# cell_vector_sequencer

`src/rtl/cell_vector_sequencer.sv`:
```
// Exhaustive stimulus/response sequencer for an N_IN-input combinational cell:
// sweeps every input vector, samples ZN after SETTLE idle cycles and scores it against TRUTH.
module cell_vector_sequencer #(
    parameter int                      N_IN   = 4,
    parameter int                      SETTLE = 2,
    parameter logic [(1<<N_IN)-1:0]    TRUTH  = 16'hFFFE
) (
    input  logic              clk,
    input  logic              rst_n,
    input  logic              start,
    output logic [N_IN-1:0]   vec_out,
    input  logic              dut_zn,
    output logic              busy,
    output logic              done,
    output logic              pass,
    output logic [N_IN:0]     err_count,
    output logic [N_IN-1:0]   first_fail_idx,
    output logic              first_fail_valid,
    output logic              sample_valid,
    output logic [N_IN-1:0]   sample_idx,
    output logic              sample_val
);

    localparam logic [N_IN-1:0] IDX_MAX  = {N_IN{1'b1}};
    localparam logic [3:0]      SETTLE_L = 4'(SETTLE);
    localparam logic [N_IN:0]   ERR_SAT  = {1'b1, {N_IN{1'b0}}};

    typedef enum logic [1:0] {
        IDLE,
        APPLY,
        DONE
    } state_t;

    state_t          state, state_nxt;
    logic [N_IN-1:0] idx;
    logic [3:0]      settle_cnt;
    logic            last_pend;
    logic            launch;
    logic            sample_now;
    logic            mismatch;

    always_ff @(posedge clk or negedge rst_n) begin
        if (!rst_n) begin
            state <= IDLE;
        end else begin
            state <= state_nxt;
        end
    end

    // last_pend spends one extra APPLY cycle after the final sample so the
    // error count is complete before done and pass rise.
    always_comb begin
        state_nxt  = state;
        launch     = 1'b0;
        sample_now = 1'b0;
        case (state)
            IDLE, DONE: begin
                if (start) begin
                    launch    = 1'b1;
                    state_nxt = APPLY;
                end
            end
            APPLY: begin
                if (last_pend) begin
                    state_nxt = DONE;
                end else if (settle_cnt == SETTLE_L) begin
                    sample_now = 1'b1;
                end
            end
            default: state_nxt = IDLE;
        endcase
    end

    // X/Z on the cell output must score as a failure in simulation.
    assign mismatch = (dut_zn !== TRUTH[idx]);

    // Stage p0: vector apply / settle count; stage p1: registered sample and scoring.
    always_ff @(posedge clk or negedge rst_n) begin
        if (!rst_n) begin
            idx              <= '0;
            settle_cnt       <= '0;
            last_pend        <= 1'b0;
            err_count        <= '0;
            first_fail_idx   <= '0;
            first_fail_valid <= 1'b0;
            sample_valid     <= 1'b0;
            sample_idx       <= '0;
            sample_val       <= 1'b0;
        end else begin
            sample_valid <= sample_now;
            if (launch) begin
                idx              <= '0;
                settle_cnt       <= '0;
                last_pend        <= 1'b0;
                err_count        <= '0;
                first_fail_idx   <= '0;
                first_fail_valid <= 1'b0;
            end else if (sample_now) begin
                sample_idx <= idx;
                sample_val <= dut_zn;
                if (mismatch) begin
                    if (err_count != ERR_SAT) begin
                        err_count <= err_count + 1'b1;
                    end
                    if (!first_fail_valid) begin
                        first_fail_valid <= 1'b1;
                        first_fail_idx   <= idx;
                    end
                end
                if (idx == IDX_MAX) begin
                    last_pend <= 1'b1;
                end else begin
                    idx        <= idx + 1'b1;
                    settle_cnt <= '0;
                end
            end else if ((state == APPLY) && !last_pend) begin
                settle_cnt <= settle_cnt + 1'b1;
            end
        end
    end

    assign vec_out = idx;
    assign busy    = (state == APPLY);
    assign done    = (state == DONE);
    assign pass    = (state == DONE) && (err_count == '0);

endmodule

```
`config.mk`:
```
export PLATFORM = sky130hd
export DESIGN_NAME = cell_vector_sequencer
export DESIGN_NICKNAME = d
export VERILOG_FILES = /design/src/rtl/cell_vector_sequencer.sv
export SDC_FILE = /design/constraint.sdc
export NUM_CORES = 1
export LEC_CHECK = 0
export ABC_AREA = 1
export CORE_ASPECT_RATIO = 1.1
export CORE_MARGIN = 4
export CORE_UTILIZATION = 45
export DETAILED_ROUTE_END_ITERATION = 12
export HOLD_SLACK_MARGIN = 0.15
export PLACE_DENSITY_LB_ADDON = 0.12
export SLEW_MARGIN = 20
export SYNTH_ARGS = -nofsm -noshare
export SYNTH_HDL_FRONTEND = slang
export SYNTH_SLANG_ARGS = --single-unit
```
`constraint.sdc`:
```
create_clock -name clk -period 3.85 [get_ports clk]
set_input_delay 0.77 -clock clk [delete_from_list [all_inputs] [get_ports clk]]
set_output_delay 0.77 -clock clk [all_outputs]
set_load 0.05 [all_outputs]
```
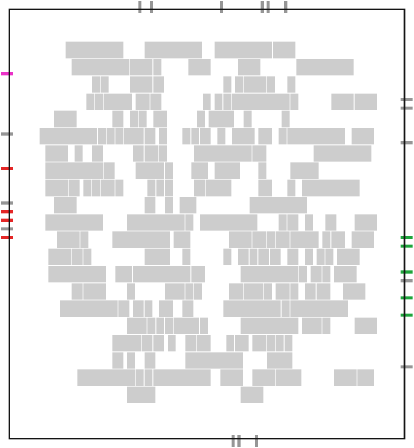
**Above:** cell_vector_sequencer (ports around the boundary).
Pins as bars across the die edge, other pins in gray.
[red] sample_idx | pins: 4 | direction: output | edge: west
[green] err_count | pins: 5 | direction: output | edge: east
[magenta] clk | pins: 1 | direction: input | edge: west
port bufs: 26
Die Span Y: 67.51 um

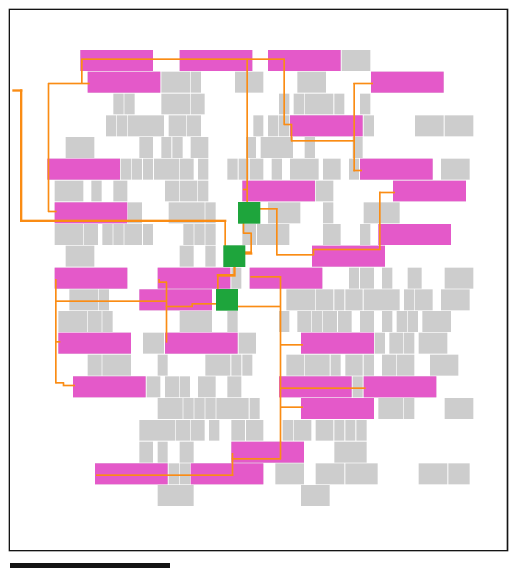
**Above:** cell_vector_sequencer (clock distribution).
Scale bar: 20 um.
[magenta] flip-flops | count: 27
[green] clock drivers | count: 3
[orange] clock wires | length: 320 um
routed clock nets: 4
worst clock skew: 0.004548 ns
worst-skew pair later-pin latency: 0.31 ns
Clk. pwr: 119 uW
Clock power frac: 7.9%

==> impl_metrics.py <==
# Metrics from the implementation run
metrics = {
    "outcome": {
        "status": "finished clean",
    },
    "floorplan": {
        "core_area_um2": 3074,
        "initial_utilization_pct": 47.13,
        "io_pins": 27,
        "tap_cells": 34,
    },
    "power_and_ir_drop": {
        "power.density_nw_per_um2": 856.3,
        "seq_cell_power_uw": 486,
        "seq_power_share_pct": 32.2,
        "worst_ir_drop_vdd_uv": 447.3,
        "comb_power_share_pct": 60.0,
    },
    "finish": {
        "flop_area_um2": 675.6,
        "inv_count": 19,
        "design_area_um2": 1765,
        "layout.area.comb_um2": 681.9,
        "nFillCells": 279,
        "fin_nets": 209,
    },
    "timing": {
        "drv_slew": 0,
        "fmax_ghz": 0.3425,
        "setup_viol": 0,
        "setup-tns-final_ns": 0,
    },
    "placed_design": {
        "place_inst": 228,
        "dpl.hpwl_um": 2247,
        "pre_cts_ws_ns": 1.285,
        "routabilityCongestion": 0.7774,
    },
    "global_route": {
        "grt_max_degree": 28,
        "grt_overflow": 0,
    },
    "yosys": {
        "fp_nets": 180,
        "async_reset_ff_share_pct": 100.0,
        "synthTopCellsByCount": "nand2_1, dfrtp_1, inv_1, nand3_1",
        "area_leaders": "dfrtp_1, nand2_1, nand3_1",
        "simple_gate_area_share_pct": 34.11,
        "yosysUniqueCellTypes": 25,
        "ys_seq_share_pct": 46.63,
    },
    "min_path": {
        "whs_endpoint": "first_fail_idx[3]",
        "hold_path_depth": 2,
    },
    "worst_setup_path": {
        "reg2reg_depth": 8,
        "cp_max_fo": 7,
    },
}
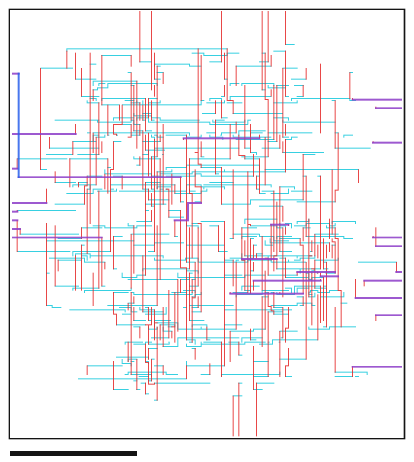
**Above:** cell_vector_sequencer (metal layers overlaid).
Scale bar: 20 um.
[purple] metal 3 | wire length: 167 um
[cyan] metal 1 | wire length: 1370 um
[red] metal 2 | wire length: 1430 um
[blue] metal 4 | wire length: 16.3 um
Total Wirelength: 2978 um
Total GRT Usage: 14.61%
vias: 1200
wire per inst: 12.84 um

state kept, by name, indices dropped and copies added (netlist names):
signal,flops
sample_idx,4
first_fail_idx,4
settle_cnt,4
sample_val,1
sample_valid,1
err_count,5
last_pend,1
state,2
vec_out,4
first_fail_valid,1
routing by layer:
metal  vias to the layer above  routed length (um)  global-route usage (%)  part of all wire, %
met1                       560                1369                   19.58                   46
met2                        37                1426                   24.09                   48
met3                         2                 166                   2.995                  5.6
li1                        601                   -                       -                    -
met4                         0                  16                   4.065                 0.54
met5                         -                   0                       0                    0

# axi4_lite_master_v2

==> src/rtl/axi4_lite_master_v2.sv <==
// axi4_lite_master_v2: AXI4-Lite master with independent, timeout-guarded write and read engines
module axi4_lite_master_v2 #(
  parameter int ADDR_W  = 32,
  parameter int DATA_W  = 32,
  parameter int TIMEOUT = 256
) (
  input  logic                iCLK,
  input  logic                iRST,
  input  logic                iWRITE_START,
  input  logic [ADDR_W-1:0]   iWRITE_ADDR,
  input  logic [DATA_W-1:0]   iWRITE_DATA,
  input  logic [DATA_W/8-1:0] iWRITE_STRB,
  input  logic [2:0]          iWRITE_PROT,
  output logic                oWRITE_BUSY,
  output logic                oWRITE_DONE,
  output logic [1:0]          oWRITE_RESP,
  output logic                oWRITE_TIMEOUT,
  input  logic                iREAD_START,
  input  logic [ADDR_W-1:0]   iREAD_ADDR,
  input  logic [2:0]          iREAD_PROT,
  output logic                oREAD_BUSY,
  output logic                oREAD_DONE,
  output logic [DATA_W-1:0]   oREAD_DATA,
  output logic [1:0]          oREAD_RESP,
  output logic                oREAD_TIMEOUT,
  output logic                m_AWVALID,
  input  logic                m_AWREADY,
  output logic [ADDR_W-1:0]   m_AWADDR,
  output logic [2:0]          m_AWPROT,
  output logic                m_WVALID,
  input  logic                m_WREADY,
  output logic [DATA_W-1:0]   m_WDATA,
  output logic [DATA_W/8-1:0] m_WSTRB,
  input  logic                m_BVALID,
  output logic                m_BREADY,
  input  logic [1:0]          m_BRESP,
  output logic                m_ARVALID,
  input  logic                m_ARREADY,
  output logic [ADDR_W-1:0]   m_ARADDR,
  output logic [2:0]          m_ARPROT,
  input  logic                m_RVALID,
  output logic                m_RREADY,
  input  logic [DATA_W-1:0]   m_RDATA,
  input  logic [1:0]          m_RRESP
);
  localparam int STRB_W = DATA_W / 8;
  localparam int CNT_W  = (TIMEOUT > 0) ? $clog2(TIMEOUT + 1) : 1;

  typedef enum logic [1:0] {W_IDLE, W_REQ, W_RESP} w_state_t;
  typedef enum logic [1:0] {R_IDLE, R_ADDR, R_DATA} r_state_t;

  w_state_t          r_wstate, w_wstate_nx;
  logic              r_awvalid, w_awvalid_nx;
  logic              r_wvalid, w_wvalid_nx;
  logic              r_bready, w_bready_nx;
  logic              r_wdone, w_wdone_nx;
  logic              r_wto, w_wto_nx;
  logic [1:0]        r_wresp, w_wresp_nx;
  logic [CNT_W-1:0]  r_wcnt, w_wcnt_nx;
  logic [ADDR_W-1:0] r_awaddr;
  logic [2:0]        r_awprot;
  logic [DATA_W-1:0] r_wdata;
  logic [STRB_W-1:0] r_wstrb;
  logic              w_wacc, w_wexp, w_aw_hs, w_w_hs, w_b_hs;

  r_state_t          r_rstate, w_rstate_nx;
  logic              r_arvalid, w_arvalid_nx;
  logic              r_rready, w_rready_nx;
  logic              r_rdone, w_rdone_nx;
  logic              r_rto, w_rto_nx;
  logic [1:0]        r_rresp, w_rresp_nx;
  logic [DATA_W-1:0] r_rdata, w_rdata_nx;
  logic [CNT_W-1:0]  r_rcnt, w_rcnt_nx;
  logic [ADDR_W-1:0] r_araddr;
  logic [2:0]        r_arprot;
  logic              w_racc, w_rexp, w_ar_hs, w_r_hs;

  // The DONE cycle still counts as busy, so a start coinciding with DONE is dropped
  assign w_wacc  = (r_wstate == W_IDLE) && !r_wdone && iWRITE_START;
  assign w_aw_hs = r_awvalid && m_AWREADY;
  assign w_w_hs  = r_wvalid && m_WREADY;
  assign w_b_hs  = r_bready && m_BVALID;
  // Fires on the edge that puts DONE at cycle TIMEOUT after the start cycle; completion wins a tie
  assign w_wexp  = (TIMEOUT > 0) && (r_wstate != W_IDLE) && (int'(r_wcnt) + 2 >= TIMEOUT) && !w_b_hs;

  assign w_racc  = (r_rstate == R_IDLE) && !r_rdone && iREAD_START;
  assign w_ar_hs = r_arvalid && m_ARREADY;
  assign w_r_hs  = r_rready && m_RVALID;
  assign w_rexp  = (TIMEOUT > 0) && (r_rstate != R_IDLE) && (int'(r_rcnt) + 2 >= TIMEOUT) && !w_r_hs;

  // Write path next state: AW and W retire independently, B only after both
  always_comb begin
    w_wstate_nx  = r_wstate;
    w_awvalid_nx = r_awvalid && !w_aw_hs;
    w_wvalid_nx  = r_wvalid && !w_w_hs;
    w_bready_nx  = r_bready;
    w_wdone_nx   = 1'b0;
    w_wresp_nx   = r_wresp;
    w_wto_nx     = r_wto;
    w_wcnt_nx    = (r_wstate != W_IDLE && TIMEOUT > 0) ? r_wcnt + CNT_W'(1) : r_wcnt;
    case (r_wstate)
      W_IDLE: if (w_wacc) begin
        w_wstate_nx  = W_REQ;
        w_awvalid_nx = 1'b1;
        w_wvalid_nx  = 1'b1;
        w_wcnt_nx    = '0;
      end
      W_REQ: if (!w_awvalid_nx && !w_wvalid_nx) begin
        w_wstate_nx = W_RESP;
        w_bready_nx = 1'b1;
      end
      W_RESP: if (w_b_hs) begin
        w_wstate_nx = W_IDLE;
        w_bready_nx = 1'b0;
        w_wresp_nx  = m_BRESP;
        w_wto_nx    = 1'b0;
        w_wdone_nx  = 1'b1;
      end
      default: w_wstate_nx = W_IDLE;
    endcase
    if (w_wexp) begin
      w_wstate_nx  = W_IDLE;
      w_awvalid_nx = 1'b0;
      w_wvalid_nx  = 1'b0;
      w_bready_nx  = 1'b0;
      w_wresp_nx   = 2'b10;
      w_wto_nx     = 1'b1;
      w_wdone_nx   = 1'b1;
    end
  end

  // Write path state and status registers
  always_ff @(posedge iCLK or posedge iRST) begin
    if (iRST) begin
      r_wstate  <= W_IDLE;
      r_awvalid <= 1'b0;
      r_wvalid  <= 1'b0;
      r_bready  <= 1'b0;
      r_wdone   <= 1'b0;
      r_wresp   <= 2'b00;
      r_wto     <= 1'b0;
      r_wcnt    <= '0;
    end else begin
      r_wstate  <= w_wstate_nx;
      r_awvalid <= w_awvalid_nx;
      r_wvalid  <= w_wvalid_nx;
      r_bready  <= w_bready_nx;
      r_wdone   <= w_wdone_nx;
      r_wresp   <= w_wresp_nx;
      r_wto     <= w_wto_nx;
      r_wcnt    <= w_wcnt_nx;
    end
  end

  // Write request capture so AW/W payload stays stable while VALID is high
  always_ff @(posedge iCLK or posedge iRST) begin
    if (iRST) begin
      r_awaddr <= '0;
      r_awprot <= '0;
      r_wdata  <= '0;
      r_wstrb  <= '0;
    end else if (w_wacc) begin
      r_awaddr <= iWRITE_ADDR;
      r_awprot <= iWRITE_PROT;
      r_wdata  <= iWRITE_DATA;
      r_wstrb  <= iWRITE_STRB;
    end
  end

  // Read path next state: AR handshake, then accept one R beat
  always_comb begin
    w_rstate_nx  = r_rstate;
    w_arvalid_nx = r_arvalid;
    w_rready_nx  = r_rready;
    w_rdone_nx   = 1'b0;
    w_rdata_nx   = r_rdata;
    w_rresp_nx   = r_rresp;
    w_rto_nx     = r_rto;
    w_rcnt_nx    = (r_rstate != R_IDLE && TIMEOUT > 0) ? r_rcnt + CNT_W'(1) : r_rcnt;
    case (r_rstate)
      R_IDLE: if (w_racc) begin
        w_rstate_nx  = R_ADDR;
        w_arvalid_nx = 1'b1;
        w_rcnt_nx    = '0;
      end
      R_ADDR: if (w_ar_hs) begin
        w_rstate_nx  = R_DATA;
        w_arvalid_nx = 1'b0;
        w_rready_nx  = 1'b1;
      end
      R_DATA: if (w_r_hs) begin
        w_rstate_nx = R_IDLE;
        w_rready_nx = 1'b0;
        w_rdata_nx  = m_RDATA;
        w_rresp_nx  = m_RRESP;
        w_rto_nx    = 1'b0;
        w_rdone_nx  = 1'b1;
      end
      default: w_rstate_nx = R_IDLE;
    endcase
    if (w_rexp) begin
      w_rstate_nx  = R_IDLE;
      w_arvalid_nx = 1'b0;
      w_rready_nx  = 1'b0;
      w_rdata_nx   = '0;
      w_rresp_nx   = 2'b10;
      w_rto_nx     = 1'b1;
      w_rdone_nx   = 1'b1;
    end
  end

  // Read path state and status registers
  always_ff @(posedge iCLK or posedge iRST) begin
    if (iRST) begin
      r_rstate  <= R_IDLE;
      r_arvalid <= 1'b0;
      r_rready  <= 1'b0;
      r_rdone   <= 1'b0;
      r_rdata   <= '0;
      r_rresp   <= 2'b00;
      r_rto     <= 1'b0;
      r_rcnt    <= '0;
    end else begin
      r_rstate  <= w_rstate_nx;
      r_arvalid <= w_arvalid_nx;
      r_rready  <= w_rready_nx;
      r_rdone   <= w_rdone_nx;
      r_rdata   <= w_rdata_nx;
      r_rresp   <= w_rresp_nx;
      r_rto     <= w_rto_nx;
      r_rcnt    <= w_rcnt_nx;
    end
  end

  // Read request capture so AR payload stays stable while VALID is high
  always_ff @(posedge iCLK or posedge iRST) begin
    if (iRST) begin
      r_araddr <= '0;
      r_arprot <= '0;
    end else if (w_racc) begin
      r_araddr <= iREAD_ADDR;
      r_arprot <= iREAD_PROT;
    end
  end

  assign oWRITE_BUSY    = (r_wstate != W_IDLE) || r_wdone;
  assign oWRITE_DONE    = r_wdone;
  assign oWRITE_RESP    = r_wresp;
  assign oWRITE_TIMEOUT = r_wto;
  assign m_AWVALID      = r_awvalid;
  assign m_AWADDR       = r_awaddr;
  assign m_AWPROT       = r_awprot;
  assign m_WVALID       = r_wvalid;
  assign m_WDATA        = r_wdata;
  assign m_WSTRB        = r_wstrb;
  assign m_BREADY       = r_bready;

  assign oREAD_BUSY     = (r_rstate != R_IDLE) || r_rdone;
  assign oREAD_DONE     = r_rdone;
  assign oREAD_DATA     = r_rdata;
  assign oREAD_RESP     = r_rresp;
  assign oREAD_TIMEOUT  = r_rto;
  assign m_ARVALID      = r_arvalid;
  assign m_ARADDR       = r_araddr;
  assign m_ARPROT       = r_arprot;
  assign m_RREADY       = r_rready;
endmodule

==> config.mk <==
export PLATFORM = sky130hd
export DESIGN_NAME = axi4_lite_master_v2
export DESIGN_NICKNAME = d
export VERILOG_FILES = /design/src/rtl/axi4_lite_master_v2.sv
export SDC_FILE = /design/constraint.sdc
export NUM_CORES = 1
export LEC_CHECK = 0
export ABC_AREA = 1
export CAP_MARGIN = 20
export CORE_ASPECT_RATIO = 1.1
export CORE_MARGIN = 2
export CORE_UTILIZATION = 39
export CTS_BUF_LIST = sky130_fd_sc_hd__clkbuf_8
export DETAILED_ROUTE_END_ITERATION = 12
export PLACE_DENSITY = 0.9
export SLEW_MARGIN = 10
export SYNTH_ARGS = -nofsm -noshare
export SYNTH_HDL_FRONTEND = slang
export SYNTH_SLANG_ARGS = --single-unit
==> constraint.sdc <==
create_clock -name iCLK -period 5.5 [get_ports iCLK]
set_clock_uncertainty 0.2 [all_clocks]
set_input_delay 1.1 -clock iCLK [delete_from_list [all_inputs] [get_ports iCLK]]
set_output_delay 1.1 -clock iCLK [all_outputs]
set_load 0.005 [all_outputs]
==> impl_metrics.py <==
# Metrics from the implementation run
metrics = {
    "global_route": {
        "antenna_found_initial": 0,
        "grt_overflow": 0,
        "busiest_layer": "met2",
        "met1_usage_pct": 22.52,
    },
    "finish": {
        "flop_area_um2": 4329,
        "flops": 173,
        "design_area_um2": 10690,
        "syn_to_final_growth_pct": 52.95,
        "comb_area_share_pct": 20.91,
        "clockBufferCount": 19,
        "layout.nonclk_buf_share_pct": 28.92,
        "dominant_cells": "flip-flops and latches",
        "layout.cells.non_filler": 1317,
        "buffers": 309,
    },
    "yosys": {
        "yosys_warnings": 0,
        "avgSynthCellArea_um2": 9.109,
        "synth-edff-count": 0,
        "top_cell": "nand2_1",
        "flop_cell": "dfrtp_1",
        "yosysUniqueCellTypes": 25,
    },
    "outcome": {
        "status": "finished clean",
    },
    "clocking": {
        "cts_setup_buffers": 0,
        "hold_buffers": 0,
        "cts_resized": 0,
        "clk_path_buf_depth": 2,
    },
    "placed_design": {
        "place_area_um2": 10200,
        "dpl.hpwl_um": 13200,
    },
    "worst_setup_path": {
        "crit_start": "iREAD_START",
        "worst-setup-path-type": "in -> reg",
        "reg2reg_depth": 6,
        "cp_max_fo": 43,
        "arrival_ns": 3.42,
        "reg2reg_slack_ns": 2.64,
        "worstReg2RegStart": "r_rstate[1]",
        "path_cells": "clkdlybuf4s50_1 > nand3_2 > inv_2 > o21ai_1 > o21ai_0 > inv_1",
        "start_kind": "input pin",
    },
    "floorplan": {
        "core_area_um2": 17610,
        "chipArea_um2": 19000,
        "die_x_um": 131.6,
    },
    "detailed_routing": {
        "postRouteAntennaNets": 0,
        "highest_layer": "met4",
        "drc": 0,
    },
    "timing": {
        "worstMarginPinSlew_ns": 0.8744,
        "min_period_ns": 3.291,
        "max-slew-margin-rel_pct": 41.64,
        "finalHoldViolations": 0,
    },
    "min_path": {
        "hold_path_depth": 2,
        "whs_endpoint": "m_AWADDR[14]",
    },
    "flow_run": {
        "tool_warnings": 26,
    },
    "power_and_ir_drop": {
        "power_mw": 5.624,
        "worst_ir_drop_vdd_uv": 270.8,
    },
}
## kinds of logic after synthesis
| group | Yosys count | synth area share (%) |
|---|---|---|
| AND/OR/NAND/NOR | 434 | 24.59 |
| flip-flops | 173 | 61.96 |
| buffers and inverters | 100 | 6.053 |
| AND-OR/OR-AND | 58 | 7.038 |
| adder cells (fa/ha/maj) | 2 | 0.3581 |
## worst min-delay path, stage by stage (launching register included)
cell and delay [ns]:
dfrtp_1 0.35, nand2_1 0.05, nand2_1 0.05
## power breakdown
part           switching (mW)  internal [mW]
combinational            1.08           1.35
clock                   0.480          0.532
sequential              0.354           1.83
total                    1.91           3.71
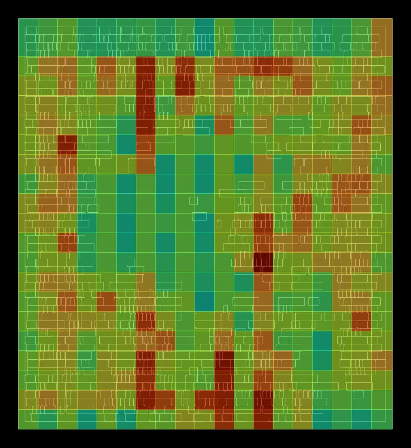
**Above:** axi4_lite_master_v2 (routing congestion).
met2 Use GR: 32.57%
Final Util: 60.68%
wire per inst: 14.04 um
Total GRT Usage: 19.33%


# spi_reg_writer

## src/rtl/spi_reg_writer.sv

```systemverilog
// SPI mode-0 initiator that serialises register-write requests into 16-bit {rw, addr, data} frames.
// Define SPI_READ_EN to enable read frames, with response data captured from cipo.
module spi_reg_writer #(
    parameter int unsigned CLK_DIV = 4,
    parameter int unsigned CS_GAP  = 4
) (
    input  logic       clk,
    input  logic       rst_n,
    input  logic       req_valid,
    output logic       req_ready,
    input  logic       req_write,
    input  logic [6:0] req_addr,
    input  logic [7:0] req_data,
    output logic       done,
    output logic [7:0] rsp_data,
    output logic       sclk,
    output logic       copi,
    output logic       ncs,
    input  logic       cipo
);

    localparam int unsigned DW = (CLK_DIV > 1) ? $clog2(CLK_DIV) : 1;
    localparam int unsigned GW = $clog2(CS_GAP + 1);
    localparam logic [DW-1:0] DIV_LAST = DW'(CLK_DIV - 1);
    localparam logic [GW-1:0] GAP_LAST = GW'(CS_GAP - 1);

    typedef enum logic [2:0] {
        StIdle,
        StSetup,
        StShift,
        StHold,
        StGap
    } state_e;

    state_e        state_q;
    logic [DW-1:0] div_q;
    logic [4:0]    bit_q;
    logic [GW-1:0] gap_q;
    logic [15:0]   shift_q;
    logic          ncs_q;
    logic          sclk_q;
    logic          copi_q;
    logic          ready_q;
    logic          done_q;
    logic [15:0]   frame;

`ifdef SPI_READ_EN
    logic       rd_q;
    logic [7:0] rx_q;
    logic [7:0] rsp_q;

    // Reads carry no payload; the data byte slot is where the peripheral answers.
    assign frame    = {req_write, req_addr, req_write ? req_data : 8'h00};
    assign rsp_data = rsp_q;
`else
    logic _unused;

    assign frame    = {1'b1, req_addr, req_data};
    assign rsp_data = 8'h00;
    assign _unused  = ^{cipo, req_write};
`endif

    assign req_ready = ready_q;
    assign done      = done_q;
    assign sclk      = sclk_q;
    assign copi      = copi_q;
    assign ncs       = ncs_q;

    always_ff @(posedge clk or negedge rst_n) begin
        if (!rst_n) begin
            state_q <= StIdle;
            div_q   <= '0;
            bit_q   <= '0;
            gap_q   <= '0;
            shift_q <= '0;
            ncs_q   <= 1'b1;
            sclk_q  <= 1'b0;
            copi_q  <= 1'b0;
            ready_q <= 1'b1;
            done_q  <= 1'b0;
`ifdef SPI_READ_EN
            rd_q    <= 1'b0;
            rx_q    <= '0;
            rsp_q   <= '0;
`endif
        end else begin
            done_q <= 1'b0;
            case (state_q)
                StIdle: begin
                    if (req_valid) begin
                        shift_q <= frame;
                        copi_q  <= frame[15];
                        ncs_q   <= 1'b0;
                        sclk_q  <= 1'b0;
                        ready_q <= 1'b0;
                        div_q   <= '0;
                        bit_q   <= '0;
`ifdef SPI_READ_EN
                        rd_q    <= ~req_write;
`endif
                        state_q <= StSetup;
                    end
                end
                StSetup: begin
                    if (div_q == DIV_LAST) begin
                        div_q   <= '0;
                        sclk_q  <= 1'b1;
                        state_q <= StShift;
                    end else begin
                        div_q <= div_q + DW'(1);
                    end
                end
                StShift: begin
                    if (div_q == DIV_LAST) begin
                        div_q <= '0;
                        if (sclk_q) begin
                            sclk_q <= 1'b0;
                            bit_q  <= bit_q + 5'd1;
                            if (bit_q == 5'd15) begin
                                copi_q  <= 1'b0;
                                state_q <= StHold;
                            end else begin
                                copi_q  <= shift_q[14];
                                shift_q <= {shift_q[14:0], 1'b0};
                            end
                        end else begin
                            sclk_q <= 1'b1;
`ifdef SPI_READ_EN
                            // Rising edges of bits 8..15 carry the response byte, MSB first.
                            if (bit_q >= 5'd8) begin
                                rx_q <= {rx_q[6:0], cipo};
                            end
`endif
                        end
                    end else begin
                        div_q <= div_q + DW'(1);
                    end
                end
                StHold: begin
                    if (div_q == DIV_LAST) begin
                        div_q   <= '0;
                        gap_q   <= '0;
                        ncs_q   <= 1'b1;
                        done_q  <= 1'b1;
`ifdef SPI_READ_EN
                        if (rd_q) begin
                            rsp_q <= rx_q;
                        end
`endif
                        state_q <= StGap;
                    end else begin
                        div_q <= div_q + DW'(1);
                    end
                end
                StGap: begin
                    if (gap_q == GAP_LAST) begin
                        ready_q <= 1'b1;
                        state_q <= StIdle;
                    end else begin
                        gap_q <= gap_q + GW'(1);
                    end
                end
                default: begin
                    state_q <= StIdle;
                    ncs_q   <= 1'b1;
                    sclk_q  <= 1'b0;
                    copi_q  <= 1'b0;
                    ready_q <= 1'b1;
                end
            endcase
        end
    end

endmodule

```

## config.mk

```make
export PLATFORM = sky130hd
export DESIGN_NAME = spi_reg_writer
export DESIGN_NICKNAME = d
export VERILOG_FILES = /design/src/rtl/spi_reg_writer.sv
export SDC_FILE = /design/constraint.sdc
export NUM_CORES = 1
export LEC_CHECK = 0
export CORE_MARGIN = 5
export CORE_UTILIZATION = 45
export CTS_CLUSTER_DIAMETER = 30
export DETAILED_ROUTE_END_ITERATION = 16
export GPL_TIMING_DRIVEN = 1
export HOLD_SLACK_MARGIN = 0.1
export MAX_ROUTING_LAYER = met4
export PLACE_DENSITY = 0.71
export SLEW_MARGIN = 10
export SYNTH_ARGS = -nofsm -noshare
export SYNTH_HDL_FRONTEND = slang
export SYNTH_SLANG_ARGS = --single-unit
```

## constraint.sdc

```tcl
create_clock -name clk -period 4 [get_ports clk]
set_clock_uncertainty 0.2 [all_clocks]
set_input_delay 0.4 -clock clk [delete_from_list [all_inputs] [get_ports clk]]
set_output_delay 0.4 -clock clk [all_outputs]
set_load 0.01 [all_outputs]
```

==> impl_metrics.py <==
# Metrics from the implementation run
metrics = {
    "power_and_ir_drop": {
        "p_comb_uw": 453,
        "leakage_nw": 0.8859,
    },
    "finish": {
        "fin_nets": 214,
        "buffers": 23,
        "inv_count": 4,
        "clockBufferCount": 7,
        "seq_share_pct": 41.17,
    },
    "worst_setup_path": {
        "cp_max_fo": 30,
        "crit_path_top_delay_cell": "o211ai_2",
    },
    "detailed_routing": {
        "postRouteAntennaNets": 0,
    },
    "timing": {
        "hold_ws_ns": 0.2817,
        "worstMarginPinSlew_ns": 1.004,
    },
    "global_route": {
        "grt_max_degree": 34,
    },
    "clocking": {
        "htreeDepth": 2,
        "hold_buffers": 0,
    },
    "yosys": {
        "yosysTopAreaCell": "dfrtp_1",
        "synth_top_area_share_pct": 45.26,
    },
    "floorplan": {
        "initial_utilization_pct": 46.47,
    },
    "outcome": {
        "status": "finished clean",
    },
}
==> cell usage after synthesis, drive strengths merged, types with 2 or more instances <==
library cell / count
a21o: 2
a21oi: 3
a22o: 2
and3: 3
buf: 17
dfrtp: 31
dfstp: 2
ha: 5
inv: 4
mux2i: 16
nand2: 28
nand2b: 3
nand3: 2
nand3b: 2
nor2: 10
nor3: 2
nor3b: 2
o21ai: 20
o21bai: 2
o22ai: 2
==> per-layer routing <==
metal  track usage, %  vias up
met5                -        -
met2            21.73       29
met3            5.189        7
met1            15.78      554
met4            6.263        0
li1                 -      608
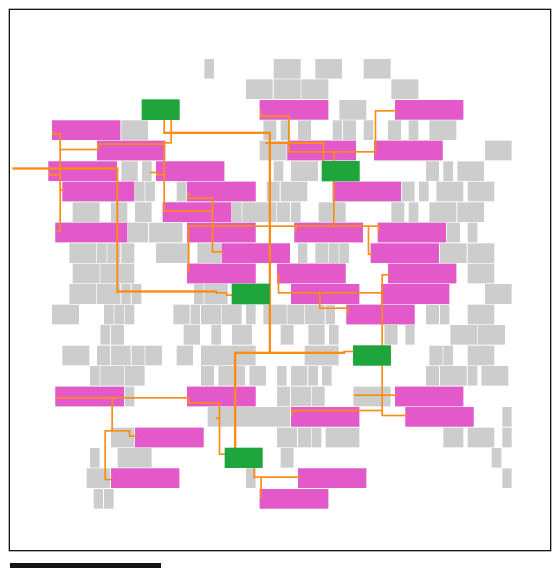
**Above:** spi_reg_writer (clock distribution).
Scale bar: 20 um.
[orange] clock wires | length: 412 um
[green] clock drivers | count: 5
[magenta] flip-flops | count: 33
routed clock nets: 6
worst-skew pair later-pin latency: 0.28 ns
Clock power frac: 23.6%
Clk. pwr: 319 uW



==> layout pictures side by side <==
Register map, names as in the netlist.
Other sequential cells in the stronger gray, the rest of the logic in the fainter gray.
Plate I
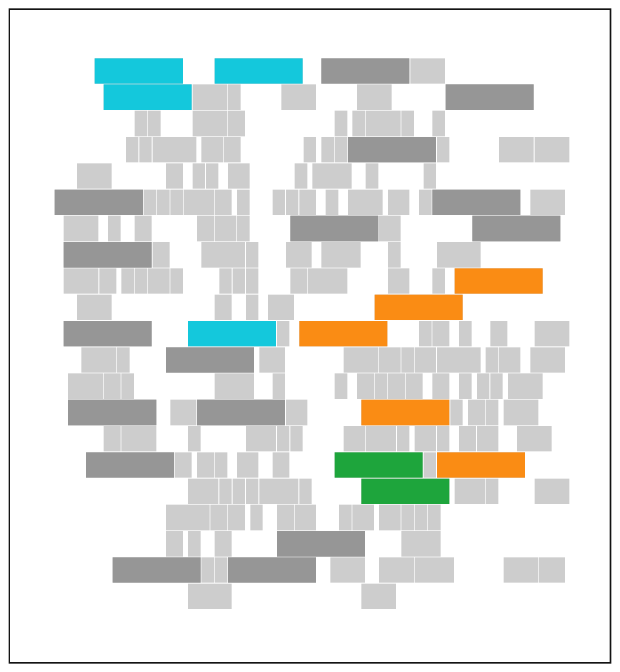
Plate II
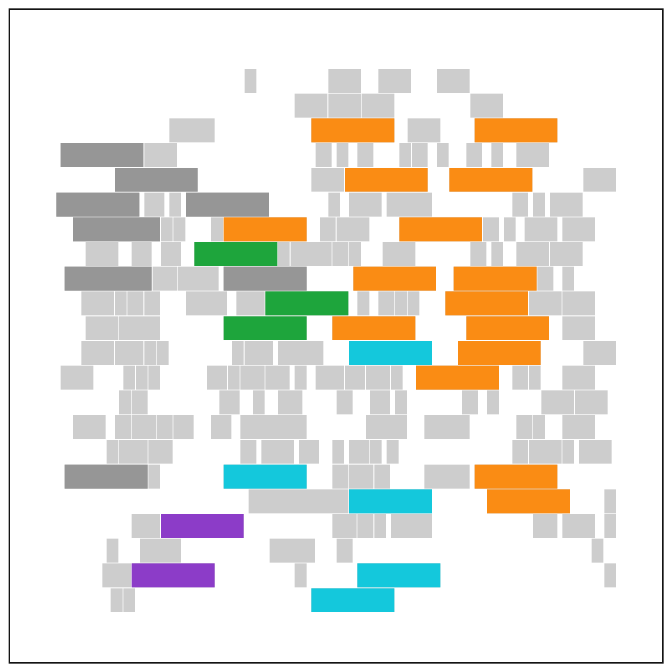
Plate III
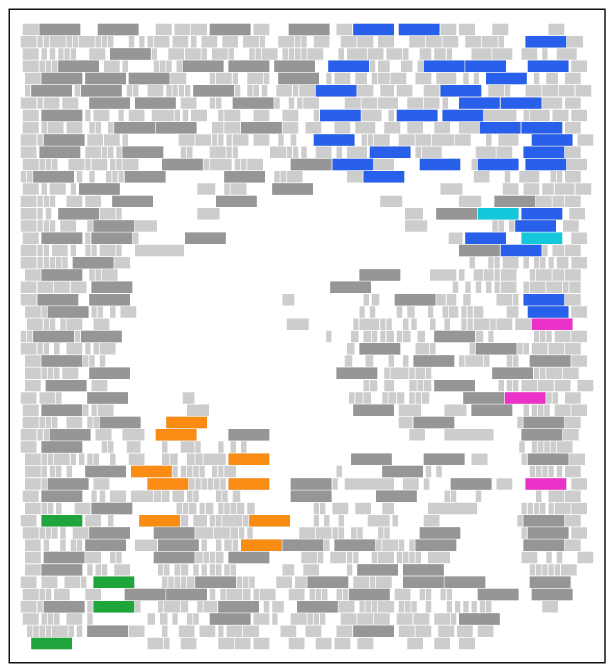
cell_vector_sequencer -> Plate I
spi_reg_writer -> Plate II
axi4_lite_master_v2 -> Plate III
The one with the most sequential cells is Plate III.

Power is estimated from default activity; no workload was simulated.
